# design 1

Fig. 1: design 1, logic cells by family
The bar under the picture is 20 um long.
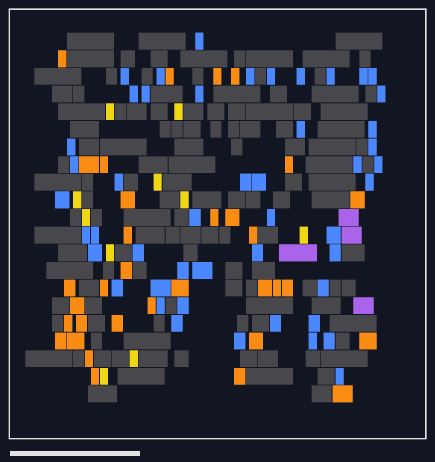
<file path="src/rtl/pattern_tx.sv">
// Serial pattern transmitter: repeats a PAT_W-bit pattern MSB-first with idle gaps.
// Optional parity cycle per repetition enabled by PATTERN_TX_PARITY_EN.
module pattern_tx #(
  parameter int PAT_W = 5,
  parameter int CNT_W = 4,
  parameter int GAP_W = 4
) (
  input  logic             clk,
  input  logic             rst,
  input  logic             start,
  input  logic [PAT_W-1:0] pattern,
  input  logic [CNT_W-1:0] rep_num,
  input  logic [GAP_W-1:0] gap_len,
  output logic             data_out,
  output logic             bit_vld,
  output logic             busy,
  output logic             done
);

  localparam int BW = $clog2(PAT_W + 1);
`ifdef PATTERN_TX_PARITY_EN
  localparam int LAST = PAT_W;
`else
  localparam int LAST = PAT_W - 1;
`endif
  localparam logic [BW-1:0] LAST_BIT = BW'(LAST);

  typedef enum logic [1:0] {
    IDLE,
    SHIFT,
    GAP,
    DONE
  } state_e;

  state_e           state_q, state_d;
  logic [PAT_W-1:0] pat_q, pat_d;
  logic [PAT_W-1:0] sh_q, sh_d;
  logic [BW-1:0]    bit_q, bit_d;
  logic [CNT_W-1:0] rep_q, rep_d;
  logic [GAP_W-1:0] gap_q, gap_d;
  logic [GAP_W-1:0] gcnt_q, gcnt_d;
  logic             data_out_q, data_out_d;
  logic             bit_vld_q, bit_vld_d;
  logic             busy_q, busy_d;
  logic             done_q, done_d;
  logic [CNT_W-1:0] rep_dec;

  assign rep_dec = rep_q - CNT_W'(1);

  always_comb begin
    state_d    = state_q;
    pat_d      = pat_q;
    sh_d       = sh_q;
    bit_d      = bit_q;
    rep_d      = rep_q;
    gap_d      = gap_q;
    gcnt_d     = gcnt_q;
    data_out_d = 1'b0;
    bit_vld_d  = 1'b0;
    busy_d     = 1'b0;
    done_d     = 1'b0;
    unique case (state_q)
      IDLE: begin
        if (start) begin
          state_d    = SHIFT;
          pat_d      = pattern;
          sh_d       = pattern;
          rep_d      = (rep_num == '0) ? CNT_W'(1) : rep_num;
          gap_d      = gap_len;
          bit_d      = '0;
          data_out_d = pattern[PAT_W-1];
          bit_vld_d  = 1'b1;
          busy_d     = 1'b1;
        end
      end
      SHIFT: begin
        busy_d = 1'b1;
        if (bit_q == LAST_BIT) begin
          rep_d = rep_dec;
          if (rep_dec == '0) begin
            state_d = DONE;
            done_d  = 1'b1;
          end else if (gap_q != '0) begin
            state_d = GAP;
            gcnt_d  = GAP_W'(1);
          end else begin
            sh_d       = pat_q;
            bit_d      = '0;
            data_out_d = pat_q[PAT_W-1];
            bit_vld_d  = 1'b1;
          end
`ifdef PATTERN_TX_PARITY_EN
        end else if (bit_q == BW'(PAT_W - 1)) begin
          bit_d      = bit_q + BW'(1);
          data_out_d = ^pat_q;
          bit_vld_d  = 1'b1;
`endif
        end else begin
          sh_d       = sh_q << 1;
          bit_d      = bit_q + BW'(1);
          data_out_d = sh_d[PAT_W-1];
          bit_vld_d  = 1'b1;
        end
      end
      GAP: begin
        busy_d = 1'b1;
        if (gcnt_q == gap_q) begin
          state_d    = SHIFT;
          sh_d       = pat_q;
          bit_d      = '0;
          data_out_d = pat_q[PAT_W-1];
          bit_vld_d  = 1'b1;
        end else begin
          gcnt_d = gcnt_q + GAP_W'(1);
        end
      end
      DONE: begin
        state_d = IDLE;
      end
      default: state_d = IDLE;
    endcase
  end

  always_ff @(posedge clk) begin
    if (rst) begin
      state_q    <= IDLE;
      pat_q      <= '0;
      sh_q       <= '0;
      bit_q      <= '0;
      rep_q      <= '0;
      gap_q      <= '0;
      gcnt_q     <= '0;
      data_out_q <= 1'b0;
      bit_vld_q  <= 1'b0;
      busy_q     <= 1'b0;
      done_q     <= 1'b0;
    end else begin
      state_q    <= state_d;
      pat_q      <= pat_d;
      sh_q       <= sh_d;
      bit_q      <= bit_d;
      rep_q      <= rep_d;
      gap_q      <= gap_d;
      gcnt_q     <= gcnt_d;
      data_out_q <= data_out_d;
      bit_vld_q  <= bit_vld_d;
      busy_q     <= busy_d;
      done_q     <= done_d;
    end
  end

  assign data_out = data_out_q;
  assign bit_vld  = bit_vld_q;
  assign busy     = busy_q;
  assign done     = done_q;

endmodule

</file>
<file path="config.mk">
export PLATFORM = sky130hd
export DESIGN_NAME = pattern_tx
export DESIGN_NICKNAME = d
export VERILOG_FILES = /design/src/rtl/pattern_tx.sv
export SDC_FILE = /design/constraint.sdc
export NUM_CORES = 1
export LEC_CHECK = 0
export CAP_MARGIN = 20
export CORE_AREA = 2 2 62 64
export CTS_CLUSTER_SIZE = 40
export DETAILED_ROUTE_END_ITERATION = 12
export DIE_AREA = 0 0 64 66
export DONT_BUFFER_PORTS = 1
export GPL_ROUTABILITY_DRIVEN = 1
export PLACE_DENSITY_LB_ADDON = 0.12
export SYNTH_ARGS = -nofsm -noshare
export SYNTH_HDL_FRONTEND = slang
export SYNTH_SLANG_ARGS = --single-unit
</file>
<file path="constraint.sdc">
create_clock -name clk -period 4.2 [get_ports clk]
set_clock_uncertainty 0.1 [all_clocks]
set_input_delay 0.84 -clock clk [delete_from_list [all_inputs] [get_ports clk]]
set_output_delay 0.84 -clock clk [all_outputs]
set_load 0.02 [all_outputs]
</file>
==> flow_summary.json <==
{
  "yosys_warnings": 0,
  "p_clk_share_pct": 16.7,
  "vias": 1625,
  "ys_area_um2": 1730,
  "hp-class": "register to register",
  "adder_share_pct": 7.22,
  "finalMaxSlewViolations": 0,
  "final_common_cell": "dfxtp_1",
  "clk_latency_ns": 0.34,
  "hold_slack_ns": 0.355,
  "drt-met1-wl_mm": 1.94,
  "synthesis.area_um2": 1730,
  "fmax_mhz": 362,
  "die_h_um": 66,
  "synthFlopType": "dfxtp_1",
  "dieArea_um2": 4220,
  "antenna_found_initial": 0,
  "ctsResizeCount": 0,
  "async_reset_ff_share_pct": 0,
  "status": "finished clean",
  "htree_levels": 2,
  "post_cts_buffers": 0,
  "grt-ovfl-total": 0,
  "placedCellCount": 258,
  "yosysTopAreaCellShare_pct": 34.6,
  "hold_depth": 2,
  "place.gp.congestion": 0.805,
  "cp-start-kind": "register"
}
About Fig. 1:
| family | colour | cells |
|---|---|---|
| inverters | yellow | 10 |
| NAND gates | blue | 48 |
| XOR/XNOR gates | purple | 4 |
| NOR gates | orange | 33 |

[layout make-up]
cell class / count / area (um2)
fill: 371 / 1740
multi-input combinational: 170 / 1050
sequential: 30 / 601
tap: 48 / 60.1
clock buffer: 6 / 51.3
inverter: 10 / 37.5
clock inverter: 2 / 12.5
[stage by stage]
| stage | setup slack (ns) | power (mW) | utilization, % | instance area (um2) |
|---|---|---|---|---|
| global route | 1.29 | 1.22 | 51.1 | 1820 |
| global placement | 1.65 | 0.918 | 49.3 | 1750 |
| CTS | 1.46 | 1.13 | 51.1 | 1820 |
| floorplan | 1.82 | 0.834 | - | 1730 |
| finish | 1.44 | 1.13 | 51.1 | 1820 |
| detailed placement | 1.49 | 0.941 | 49.3 | 1750 |
[path summary, 6_finish.rpt]
check | start | to | slack, ns
max | state_q[1] | sh_q[3] | 1.44
min | pat_q[0] | pat_q[0] | 0.35
max reg2reg | state_q[1] | sh_q[3] | 1.44
min reg2reg | pat_q[0] | pat_q[0] | 0.35
[worst max-delay path, cell delays in order (launching register included)]
cell and delay [ns]:
dfxtp_1 0.39, inv_1 0.09, ha_1 0.40, nand3_1 0.27, nor2_1 0.13, or4_1 0.59
or4_1 0.56, a21oi_1 0.15

# design 2

Fig. 2: design 2, routing congestion
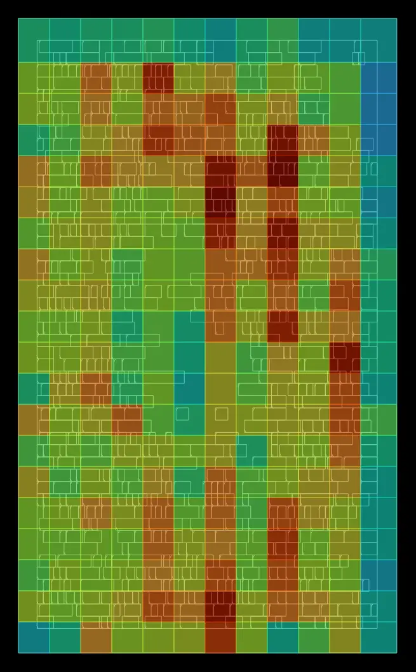
**src/rtl/vec_load_sequencer_pkg.sv**
```systemverilog
// vec_pkg: shared sizes and sequencer state encoding for the vector MAC path
package vec_pkg;
    localparam int DEPTH = 1024;
    localparam int IDX_W = 10;
    localparam int DATA_W = 32;
    typedef enum logic [2:0] {S_IDLE, S_LOAD, S_FLUSH, S_RUN, S_FIN} state_t;
endpackage

```
**src/rtl/vec_load_sequencer_if.sv**
```systemverilog
// vec_load_sequencer_if: element stream in, compute-stage load port out
interface vec_load_sequencer_if #(
    parameter int IDX_W = vec_pkg::IDX_W,
    parameter int DATA_W = vec_pkg::DATA_W
);
    logic in_valid;
    logic in_ready;
    logic [DATA_W-1:0] in_a;
    logic [DATA_W-1:0] in_b;
    logic in_last;
    logic we;
    logic [IDX_W-1:0] index;
    logic [DATA_W-1:0] a_data;
    logic [DATA_W-1:0] b_data;
    logic [31:0] n;
    logic done;
    modport master (
        output in_valid, in_a, in_b, in_last, done,
        input in_ready, we, index, a_data, b_data, n
    );
    modport slave (
        input in_valid, in_a, in_b, in_last, done,
        output in_ready, we, index, a_data, b_data, n
    );
endinterface

```
**src/rtl/vec_load_sequencer.sv**
```systemverilog
// vec_load_sequencer: loads an (a,b) stream into the compute stage, then runs it
module vec_load_sequencer #(
    parameter int DEPTH = vec_pkg::DEPTH,
    parameter int IDX_W = vec_pkg::IDX_W,
    parameter int DATA_W = vec_pkg::DATA_W
) (
    input logic clk,
    input logic rst,
    vec_load_sequencer_if.slave bus,
    output logic busy,
    output logic job_done,
    output logic trunc_err,
    output logic [15:0] job_cnt
);
    import vec_pkg::*;
    state_t state, nxt;
    logic [IDX_W:0] cnt, cur;
    logic run_first, accept, term;
    assign bus.in_ready = !rst && (state == S_IDLE || state == S_LOAD);
    assign accept = bus.in_valid && bus.in_ready;
    assign cur = (state == S_IDLE) ? '0 : cnt;
    assign term = bus.in_last || cur == (IDX_W+1)'(DEPTH - 1);
    // next state: stale done is masked during the first RUN cycle
    always_comb begin
        nxt = state;
        case (state)
            S_IDLE, S_LOAD: nxt = accept ? (term ? S_FLUSH : S_LOAD) : state;
            S_FLUSH: nxt = S_RUN;
            S_RUN: nxt = (bus.done && !run_first) ? S_FIN : S_RUN;
            default: nxt = S_IDLE;
        endcase
    end
    // state, write port and job status registers
    always_ff @(posedge clk) begin
        if (rst) begin
            state <= S_IDLE;
            cnt <= '0;
            run_first <= 1'b0;
            bus.we <= 1'b1;
            bus.index <= '0;
            bus.a_data <= '0;
            bus.b_data <= '0;
            bus.n <= '0;
            busy <= 1'b0;
            job_done <= 1'b0;
            trunc_err <= 1'b0;
            job_cnt <= '0;
        end else begin
            state <= nxt;
            run_first <= state == S_FLUSH;
            bus.we <= nxt != S_RUN;
            busy <= nxt inside {S_LOAD, S_FLUSH, S_RUN};
            job_done <= nxt == S_FIN;
            if (nxt == S_FIN) job_cnt <= job_cnt + 16'd1;
            if (accept) begin
                cnt <= cur + (IDX_W+1)'(1);
                bus.index <= cur[IDX_W-1:0];
                bus.a_data <= bus.in_a;
                bus.b_data <= bus.in_b;
                trunc_err <= term && !bus.in_last;
            end
            if (accept && term) bus.n <= 32'(cur) + 32'd1;
        end
    end
endmodule

```
**src/flat_wrapper.sv**
```systemverilog
// flat-port wrapper written by rule: the top's interface ports become plain ports
module vec_load_sequencer_flat import vec_pkg::*;
#(
    parameter int DEPTH = vec_pkg::DEPTH,
    parameter int IDX_W = vec_pkg::IDX_W,
    parameter int DATA_W = vec_pkg::DATA_W
)
  (clk, rst, busy, job_done, trunc_err, job_cnt, bus_in_valid, bus_in_a, bus_in_b, bus_in_last, bus_done, bus_in_ready, bus_we, bus_index, bus_a_data, bus_b_data, bus_n);
  vec_load_sequencer_if #(.IDX_W(IDX_W), .DATA_W(DATA_W)) bus_i ();
  input logic clk;
  input logic rst;
  output logic busy;
  output logic job_done;
  output logic trunc_err;
  output logic [15:0] job_cnt;
  input wire logic [$bits(bus_i.in_valid)-1:0] bus_in_valid;
  input wire logic [$bits(bus_i.in_a)-1:0] bus_in_a;
  input wire logic [$bits(bus_i.in_b)-1:0] bus_in_b;
  input wire logic [$bits(bus_i.in_last)-1:0] bus_in_last;
  input wire logic [$bits(bus_i.done)-1:0] bus_done;
  output wire logic [$bits(bus_i.in_ready)-1:0] bus_in_ready;
  output wire logic [$bits(bus_i.we)-1:0] bus_we;
  output wire logic [$bits(bus_i.index)-1:0] bus_index;
  output wire logic [$bits(bus_i.a_data)-1:0] bus_a_data;
  output wire logic [$bits(bus_i.b_data)-1:0] bus_b_data;
  output wire logic [$bits(bus_i.n)-1:0] bus_n;
  assign bus_i.in_valid = bus_in_valid;
  assign bus_i.in_a = bus_in_a;
  assign bus_i.in_b = bus_in_b;
  assign bus_i.in_last = bus_in_last;
  assign bus_i.done = bus_done;
  assign bus_in_ready = bus_i.in_ready;
  assign bus_we = bus_i.we;
  assign bus_index = bus_i.index;
  assign bus_a_data = bus_i.a_data;
  assign bus_b_data = bus_i.b_data;
  assign bus_n = bus_i.n;
  vec_load_sequencer #(.DEPTH(DEPTH), .IDX_W(IDX_W), .DATA_W(DATA_W)) u_core (.clk(clk), .rst(rst), .bus(bus_i), .busy(busy), .job_done(job_done), .trunc_err(trunc_err), .job_cnt(job_cnt));
endmodule
```
**config.mk**
```make
export PLATFORM = sky130hd
export DESIGN_NAME = vec_load_sequencer_flat
export DESIGN_NICKNAME = d
export VERILOG_FILES = /design/src/rtl/vec_load_sequencer_pkg.sv /design/src/rtl/vec_load_sequencer_if.sv /design/src/rtl/vec_load_sequencer.sv /design/src/flat_wrapper.sv
export SDC_FILE = /design/constraint.sdc
export NUM_CORES = 1
export LEC_CHECK = 0
export CORE_ASPECT_RATIO = 1.75
export CORE_MARGIN = 4
export CORE_UTILIZATION = 48
export CTS_BUF_LIST = sky130_fd_sc_hd__clkbuf_2 sky130_fd_sc_hd__clkbuf_4 sky130_fd_sc_hd__clkbuf_8
export CTS_CLUSTER_SIZE = 14
export DETAILED_ROUTE_END_ITERATION = 8
export PLACE_DENSITY_LB_ADDON = 0.3
export SLEW_MARGIN = 10
export SYNTH_ARGS = -nofsm -noshare
export SYNTH_HDL_FRONTEND = slang
export SYNTH_SLANG_ARGS = --single-unit
```
**constraint.sdc**
```tcl
create_clock -name clk -period 4.5 [get_ports clk]
set_clock_uncertainty 0.05 [all_clocks]
set_input_delay 0.675 -clock clk [delete_from_list [all_inputs] [get_ports clk]]
set_output_delay 0.675 -clock clk [all_outputs]
set_load 0.01 [all_outputs]
```
==> flow_summary.json <==
{
  "routed_via_density": 5.22,
  "synthFlopType": "dfxtp_1",
  "adder_share_pct": 0.517,
  "nFillCells": 741,
  "max_slew_margin_pct": 41.1,
  "ys_ff": 121,
  "setup-tns-final_ns": 0,
  "cp-start-kind": "register",
  "ys_seq_share_pct": 50.0,
  "compound_area_share_pct": 16.2,
  "layout_top_cells": "175 x clkdlybuf4s50_1, 148 x nand2_1, 121 x dfxtp_1",
  "yosysMostFrequentCell": "nand2_1",
  "status": "finished clean",
  "leakage_nw": 2.54,
  "yosysTopAreaCellShare_pct": 50.0,
  "buffers_excl_clock": 180,
  "cts_sinks": 121,
  "clockBufferDepth": 2,
  "cpLargestDelayFamily": "simple AND/OR/NAND/NOR gates",
  "crit_fanout": 10,
  "grt_util_all_layers_pct": 21.7,
  "port_buffers": 175,
  "syn_area_per_cell_um2": 8.29,
  "xor_share_pct": 1.81,
  "drive_gt1_share_pct": 6.36,
  "reg.largest.list": "u_core.bus.a_data (32), u_core.bus.b_data (32), u_core.job_cnt (16)"
}
About Fig. 2:
met1 Use GR: 21.9%
Util after Layout: 71.0%

==> where the power goes <==
group	switching [mW]	internal, mW
Sequential	0.0290	1.12
Clock	0.431	0.605
Combinational	0.143	0.162
Total	0.603	1.89
==> layer usage <==
layer  routed length [um]  track usage, %  vias to the layer above
li1                     -               -                     2262
met1                 4730            21.9                     2126
met2                 6930            39.3                      180
met3                 1040            7.95                       26
met4                  333            10.1                        0
met5                    0               0                        -
==> worst paths after layout <==
kind         slack, ns  cells past startpoint                    end                   from
min               0.41                      2  u_core.bus.b_data[23]  u_core.bus.b_data[23]
max reg2reg       1.57                      7       u_core.bus.n[10]        u_core.state[1]
max               1.57                      7       u_core.bus.n[10]        u_core.state[1]
min reg2reg       0.41                      2  u_core.bus.b_data[23]  u_core.bus.b_data[23]
==> kinds of logic (layout without fill, tap and decap cells) <==
logic type	after synthesis	after routing
simple gates	239	239
compound gates	131	131
flops	121	121
buf+inv	72	224
xor+xnor	10	10
mux	8	8
fa+ha+maj	2	2
other cells	1	20
==> tightest hold or removal path, delay by kind of cell, from the launching register on <==
kind               cells  cell delay (ns)
AOI/OAI and AO/OA      1             0.06
and+or+nand+nor        1             0.05
DFF                    1             0.31

# design 3

Fig. 3: design 3, logic cells by family
The bar under the picture is 50 um long.
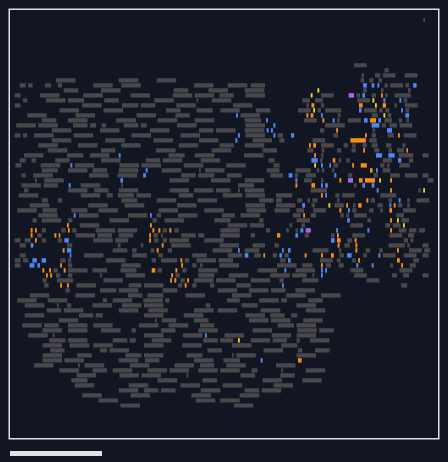
Fig. 4: design 3, met3 routing
Cells faint in the background.
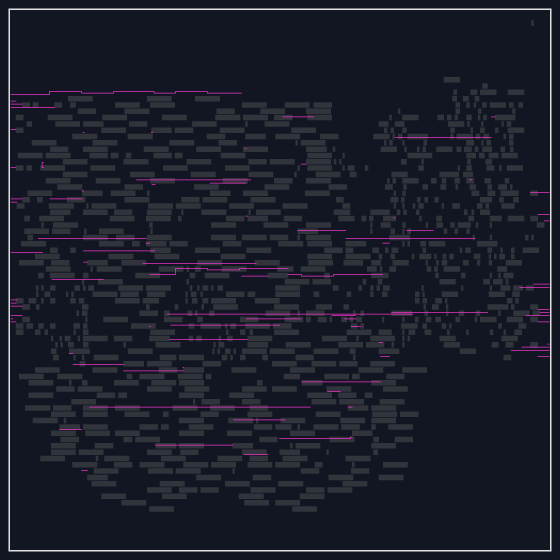
Fig. 5: design 3, routed clock nets over the placement
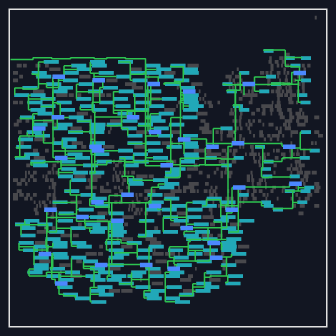
[config.mk]
export PLATFORM = sky130hd
export DESIGN_NAME = lcd_text_frame_ctrl_flat
export DESIGN_NICKNAME = d
export VERILOG_FILES = /design/src/rtl/lcd_text_frame_ctrl_if.sv /design/src/rtl/lcd_text_frame_ctrl.sv /design/src/flat_wrapper.sv
export SDC_FILE = /design/constraint.sdc
export NUM_CORES = 1
export LEC_CHECK = 0
export CELL_PAD_IN_SITES_DETAIL_PLACEMENT = 1
export CELL_PAD_IN_SITES_GLOBAL_PLACEMENT = 1
export CORE_MARGIN = 1.5
export CORE_UTILIZATION = 23
export DETAILED_ROUTE_END_ITERATION = 12
export PLACE_DENSITY = 0.43
export SLEW_MARGIN = 20
export SYNTH_ARGS = -nofsm -noshare
export SYNTH_HDL_FRONTEND = slang
export SYNTH_SLANG_ARGS = --single-unit
[constraint.sdc]
create_clock -name clk -period 2.6 [get_ports clk]
set_input_delay 0.52 -clock clk [delete_from_list [all_inputs] [get_ports clk]]
set_output_delay 0.52 -clock clk [all_outputs]
set_load 0.02 [all_outputs]
[src/rtl/lcd_text_frame_ctrl_if.sv]
// Host write port and LCD pin bundle for lcd_text_frame_ctrl.
// The master side drives buffer writes; the slave side is the controller driving the LCD pins.
interface lcd_text_frame_ctrl_if #(
  parameter int ADDR_W = 5
);
  logic              wr_en;
  logic [ADDR_W-1:0] wr_addr;
  logic [7:0]        wr_char;
  logic              init_done;
  logic              frame_done;
  logic              lcd_e;
  logic              lcd_rs;
  logic              lcd_rw;
  logic [7:0]        lcd_data;

  modport master (
    output wr_en, wr_addr, wr_char,
    input  init_done, frame_done, lcd_e, lcd_rs, lcd_rw, lcd_data
  );

  modport slave (
    input  wr_en, wr_addr, wr_char,
    output init_done, frame_done, lcd_e, lcd_rs, lcd_rw, lcd_data
  );
endinterface

[src/rtl/lcd_text_frame_ctrl.sv]
// HD44780-class character LCD controller: one-shot init sequence, then endless refresh from a text buffer.
// Define LCD_BLINK_EN for a blinking cursor parked at the last accepted write position.
module lcd_text_frame_ctrl #(
  parameter int COLS          = 16,
  parameter int ROWS          = 2,
  parameter int TICK_DIV      = 5,
  parameter int PWRUP_TICKS   = 70,
  parameter int CMD_TICKS     = 30,
  parameter int CLR_TICKS     = 200,
  parameter int CHAR_TICKS    = 1,
  parameter int REFRESH_TICKS = 400
) (
  input logic             clk,
  input logic             reset,
  lcd_text_frame_ctrl_if.slave bus
);

  localparam int NCHAR     = ROWS * COLS;
  localparam int ADDR_W    = (NCHAR > 1) ? $clog2(NCHAR) : 1;
  localparam int COL_W     = (COLS > 1) ? $clog2(COLS) : 1;
  localparam int DIV_W     = (TICK_DIV > 1) ? $clog2(TICK_DIV) : 1;
  localparam int MAX_A     = (PWRUP_TICKS > CMD_TICKS) ? PWRUP_TICKS : CMD_TICKS;
  localparam int MAX_B     = (CLR_TICKS > CHAR_TICKS) ? CLR_TICKS : CHAR_TICKS;
  localparam int MAX_C     = (MAX_A > MAX_B) ? MAX_A : MAX_B;
  localparam int MAX_TICKS = (MAX_C > REFRESH_TICKS) ? MAX_C : REFRESH_TICKS;
  localparam int CNT_W     = $clog2(MAX_TICKS + 1);

  typedef enum logic [3:0] {
    S_PWRUP,
    S_FUNC_SET,
    S_DISP_CTRL,
    S_ENTRY,
    S_CLEAR,
    S_SET_ADDR,
    S_CHAR,
    S_CURSOR,
    S_IDLE
  } state_t;

  typedef enum logic [1:0] {
    PH_T0,
    PH_T1,
    PH_T2,
    PH_WAIT
  } phase_t;

  state_t            state_q, state_d;
  phase_t            phase_q, phase_d;
  logic [CNT_W-1:0]  cnt_q, cnt_d;
  logic [DIV_W-1:0]  div_q, div_d;
  logic              row_q, row_d;
  logic [COL_W-1:0]  col_q, col_d;
  logic              e_q, e_d;
  logic              rs_q, rs_d;
  logic [7:0]        data_q, data_d;
  logic              init_done_q, init_done_d;
  logic              frame_done_q, frame_done_d;

  logic              tick;
  logic              wr_ok;
  logic              xfer_end;
  logic [ADDR_W-1:0] char_idx;
  logic [7:0]        xfer_byte;
  logic [CNT_W-1:0]  wait_len;

  // Contents survive reset; only configuration loads the blank-screen pattern.
  logic [7:0] buf_mem [NCHAR] = '{default: 8'h20};

  assign tick     = (div_q == DIV_W'(TICK_DIV - 1));
  assign wr_ok    = bus.wr_en && (int'(bus.wr_addr) < NCHAR);
  assign char_idx = ADDR_W'(col_q) + (row_q ? ADDR_W'(COLS) : ADDR_W'(0));

  always_ff @(posedge clk) begin
    if (wr_ok) begin
      buf_mem[bus.wr_addr] <= bus.wr_char;
    end
  end

`ifdef LCD_BLINK_EN
  logic [ADDR_W-1:0] cursor_q, cursor_d;
  logic [7:0]        cursor_cmd;

  always_comb begin
    cursor_d = wr_ok ? bus.wr_addr : cursor_q;
    if (int'(cursor_q) >= COLS) begin
      cursor_cmd = 8'hC0 + 8'(int'(cursor_q) - COLS);
    end else begin
      cursor_cmd = 8'h80 + 8'(cursor_q);
    end
  end

  always_ff @(posedge clk) begin
    if (reset) begin
      cursor_q <= '0;
    end else begin
      cursor_q <= cursor_d;
    end
  end
`endif

  always_comb begin
    xfer_byte = 8'h00;
    wait_len  = CNT_W'(CHAR_TICKS);
    case (state_q)
      S_FUNC_SET: begin
        xfer_byte = (ROWS == 2) ? 8'h38 : 8'h30;
        wait_len  = CNT_W'(CMD_TICKS);
      end
      S_DISP_CTRL: begin
`ifdef LCD_BLINK_EN
        xfer_byte = 8'h0F;
`else
        xfer_byte = 8'h0C;
`endif
        wait_len  = CNT_W'(CMD_TICKS);
      end
      S_ENTRY: begin
        xfer_byte = 8'h06;
        wait_len  = CNT_W'(CMD_TICKS);
      end
      S_CLEAR: begin
        xfer_byte = 8'h01;
        wait_len  = CNT_W'(CLR_TICKS);
      end
      S_SET_ADDR: xfer_byte = row_q ? 8'hC0 : 8'h80;
      S_CHAR:     xfer_byte = buf_mem[char_idx];
`ifdef LCD_BLINK_EN
      S_CURSOR:   xfer_byte = cursor_cmd;
`endif
      default:    xfer_byte = 8'h00;
    endcase
  end

  // Every bus step happens on a tick; transfer states walk T0/T1/T2 then the post-transfer wait.
  always_comb begin
    state_d      = state_q;
    phase_d      = phase_q;
    cnt_d        = cnt_q;
    div_d        = tick ? '0 : div_q + DIV_W'(1);
    row_d        = row_q;
    col_d        = col_q;
    e_d          = e_q;
    rs_d         = rs_q;
    data_d       = data_q;
    init_done_d  = init_done_q;
    frame_done_d = 1'b0;
    xfer_end     = 1'b0;

    if (tick) begin
      case (state_q)
        S_PWRUP: begin
          if (cnt_q == CNT_W'(PWRUP_TICKS - 1)) begin
            state_d = S_FUNC_SET;
            phase_d = PH_T0;
            cnt_d   = '0;
          end else begin
            cnt_d = cnt_q + CNT_W'(1);
          end
        end
        S_IDLE: begin
          if (cnt_q == CNT_W'(REFRESH_TICKS - 1)) begin
            state_d = S_SET_ADDR;
            phase_d = PH_T0;
            cnt_d   = '0;
            row_d   = 1'b0;
            col_d   = '0;
          end else begin
            cnt_d = cnt_q + CNT_W'(1);
          end
        end
        default: begin
          case (phase_q)
            PH_T0: begin
              rs_d    = (state_q == S_CHAR);
              data_d  = xfer_byte;
              e_d     = 1'b0;
              phase_d = PH_T1;
            end
            PH_T1: begin
              e_d     = 1'b1;
              phase_d = PH_T2;
            end
            PH_T2: begin
              e_d   = 1'b0;
              cnt_d = '0;
              if (wait_len == '0) begin
                xfer_end = 1'b1;
              end else begin
                phase_d = PH_WAIT;
              end
            end
            default: begin
              if (cnt_q == wait_len - CNT_W'(1)) begin
                xfer_end = 1'b1;
              end else begin
                cnt_d = cnt_q + CNT_W'(1);
              end
            end
          endcase
        end
      endcase

      if (xfer_end) begin
        phase_d = PH_T0;
        cnt_d   = '0;
        case (state_q)
          S_FUNC_SET:  state_d = S_DISP_CTRL;
          S_DISP_CTRL: state_d = S_ENTRY;
          S_ENTRY:     state_d = S_CLEAR;
          S_CLEAR: begin
            state_d     = S_SET_ADDR;
            init_done_d = 1'b1;
            row_d       = 1'b0;
            col_d       = '0;
          end
          S_SET_ADDR:  state_d = S_CHAR;
          S_CHAR: begin
            if (col_q == COL_W'(COLS - 1)) begin
              if (ROWS == 2 && !row_q) begin
                row_d   = 1'b1;
                col_d   = '0;
                state_d = S_SET_ADDR;
              end else begin
`ifdef LCD_BLINK_EN
                state_d = S_CURSOR;
`else
                state_d      = S_IDLE;
                frame_done_d = 1'b1;
`endif
              end
            end else begin
              col_d = col_q + COL_W'(1);
            end
          end
          default: begin
            state_d      = S_IDLE;
            frame_done_d = 1'b1;
          end
        endcase
      end
    end
  end

  // Reset aborts any transfer in flight and forces a full re-init from power-up.
  always_ff @(posedge clk) begin
    if (reset) begin
      state_q      <= S_PWRUP;
      phase_q      <= PH_T0;
      cnt_q        <= '0;
      div_q        <= '0;
      row_q        <= 1'b0;
      col_q        <= '0;
      e_q          <= 1'b0;
      rs_q         <= 1'b0;
      data_q       <= 8'h00;
      init_done_q  <= 1'b0;
      frame_done_q <= 1'b0;
    end else begin
      state_q      <= state_d;
      phase_q      <= phase_d;
      cnt_q        <= cnt_d;
      div_q        <= div_d;
      row_q        <= row_d;
      col_q        <= col_d;
      e_q          <= e_d;
      rs_q         <= rs_d;
      data_q       <= data_d;
      init_done_q  <= init_done_d;
      frame_done_q <= frame_done_d;
    end
  end

  assign bus.lcd_e      = e_q;
  assign bus.lcd_rs     = rs_q;
  assign bus.lcd_rw     = 1'b0;
  assign bus.lcd_data   = data_q;
  assign bus.init_done  = init_done_q;
  assign bus.frame_done = frame_done_q;

endmodule
[src/flat_wrapper.sv]
// flat-port wrapper written by rule: the top's interface ports become plain ports
module lcd_text_frame_ctrl_flat 
#(
  parameter int COLS          = 16,
  parameter int ROWS          = 2,
  parameter int TICK_DIV      = 5,
  parameter int PWRUP_TICKS   = 70,
  parameter int CMD_TICKS     = 30,
  parameter int CLR_TICKS     = 200,
  parameter int CHAR_TICKS    = 1,
  parameter int REFRESH_TICKS = 400
)
  (clk, reset, bus_wr_en, bus_wr_addr, bus_wr_char, bus_init_done, bus_frame_done, bus_lcd_e, bus_lcd_rs, bus_lcd_rw, bus_lcd_data);
  lcd_text_frame_ctrl_if bus_i ();
  input logic clk;
  input logic reset;
  input wire logic [$bits(bus_i.wr_en)-1:0] bus_wr_en;
  input wire logic [$bits(bus_i.wr_addr)-1:0] bus_wr_addr;
  input wire logic [$bits(bus_i.wr_char)-1:0] bus_wr_char;
  output wire logic [$bits(bus_i.init_done)-1:0] bus_init_done;
  output wire logic [$bits(bus_i.frame_done)-1:0] bus_frame_done;
  output wire logic [$bits(bus_i.lcd_e)-1:0] bus_lcd_e;
  output wire logic [$bits(bus_i.lcd_rs)-1:0] bus_lcd_rs;
  output wire logic [$bits(bus_i.lcd_rw)-1:0] bus_lcd_rw;
  output wire logic [$bits(bus_i.lcd_data)-1:0] bus_lcd_data;
  assign bus_i.wr_en = bus_wr_en;
  assign bus_i.wr_addr = bus_wr_addr;
  assign bus_i.wr_char = bus_wr_char;
  assign bus_init_done = bus_i.init_done;
  assign bus_frame_done = bus_i.frame_done;
  assign bus_lcd_e = bus_i.lcd_e;
  assign bus_lcd_rs = bus_i.lcd_rs;
  assign bus_lcd_rw = bus_i.lcd_rw;
  assign bus_lcd_data = bus_i.lcd_data;
  lcd_text_frame_ctrl #(.COLS(COLS), .ROWS(ROWS), .TICK_DIV(TICK_DIV), .PWRUP_TICKS(PWRUP_TICKS), .CMD_TICKS(CMD_TICKS), .CLR_TICKS(CLR_TICKS), .CHAR_TICKS(CHAR_TICKS), .REFRESH_TICKS(REFRESH_TICKS)) u_core (.clk(clk), .reset(reset), .bus(bus_i));
endmodule
==> flow_summary.json <==
{
  "path_depth": 7,
  "grt_pass1_wl_mm": 47.9,
  "highest_layer": "met4",
  "top_area_cell_class": "flip-flops and latches",
  "nFillCells": 5473,
  "p_sw_share_pct": 20.9,
  "leakage_nw": 4.64,
  "post_cts_buffers": 0,
  "path_class": "register to register",
  "final_common_cell": "edfxtp_1",
  "worstSetupStartpoint": "u_core.col_q[0]",
  "status": "finished clean",
  "place.gp.congestion": 0.739,
  "cts_tree": "yes",
  "synth-edff-count": 256,
  "comb_share_pct": 23.6,
  "seq_area_share_pct": 56.7,
  "period_needed_ns": 2.44,
  "grt_pass1_vias": 7054,
  "cpLargestDelayFamily": "multiplexers",
  "ys_cells": 720,
  "fmax_mhz": 410,
  "synthesis.area_um2": 12100,
  "place_area_um2": 13800,
  "nFlopsAndLatches": 291
}
About Fig. 3:
| family | colour | cells |
|---|---|---|
| XOR/XNOR gates | purple | 3 |
| NOR gates | orange | 89 |
| inverters | yellow | 13 |
| NAND gates | blue | 84 |

About Fig. 4:
nets with wire on the layer: 49
main direction: horizontal
longest straight run: 95.2 um
M3 GR Usage: 2.18%
Final Routed Wirelength: 31.5 mm
via count: 6661

About Fig. 5:
[cells driving clock nets] blue | count: 35
[clock wires] green | length: 4140 um
[flip-flops] cyan | count: 291
flops lie: widely spread
routed clock nets: 36

## cell usage after synthesis (2+ instances only)
master     count
xor2_1         2
mux4_2        70
clkbuf_1      12
a31oi_1       16
nand3b_1       6
and3_1         5
o2111ai_1      2
o21ai_0       12
buf_2          8
nand2b_1       7
nand2_1       46
and2_1         4
o22ai_1        3
nor4_1         3
a22oi_1        2
a41oi_1        2
o21ai_1        3
edfxtp_1     256
nand3_1       19
a311oi_1       3
dfxtp_1       35
or4_1          3
nor2_1        68
mux2_2         4
inv_1         13
a211oi_2       2
buf_4          7
a21oi_1       20
buf_1          5
nor3_1         8
ha_1          10
o2bb2ai_1      2
or3b_2         3
buf_6          4
nor2b_1        6
mux2i_1       13
a211oi_1       4
a221oi_2       2
nand3_2        3
## state kept, by name, indices dropped and copies added (netlist names), 2 cells and up
name                 count
u_core.buf_mem         256
u_core.cnt_q             9
u_core.bus.lcd_data      8
u_core.col_q             4
u_core.state_q           4
u_core.div_q             3
u_core.phase_q           2


==> layout pictures side by side <==
Sizing map.
Plate I
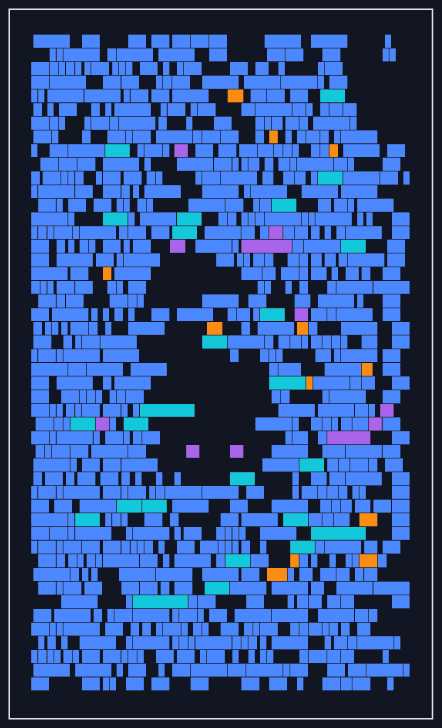
Plate II
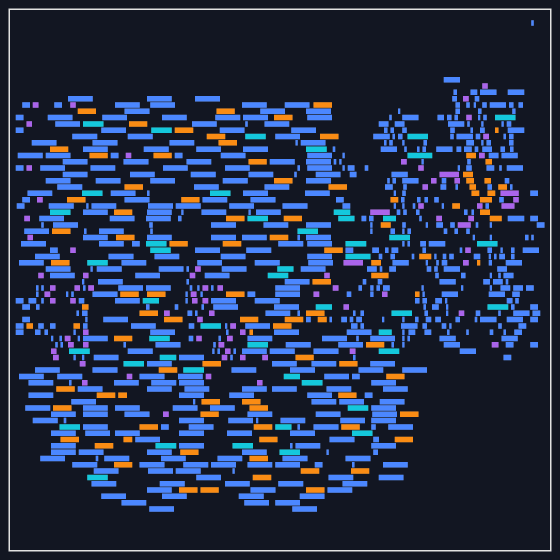
Plate III
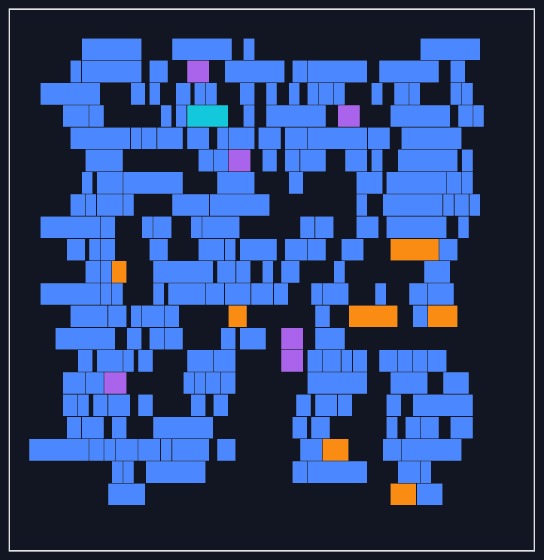
Design 2 is Plate I.
Design 3 is Plate II.
Design 1 is Plate III.
- most cells: Plate II

Power is estimated from default activity; no workload was simulated.
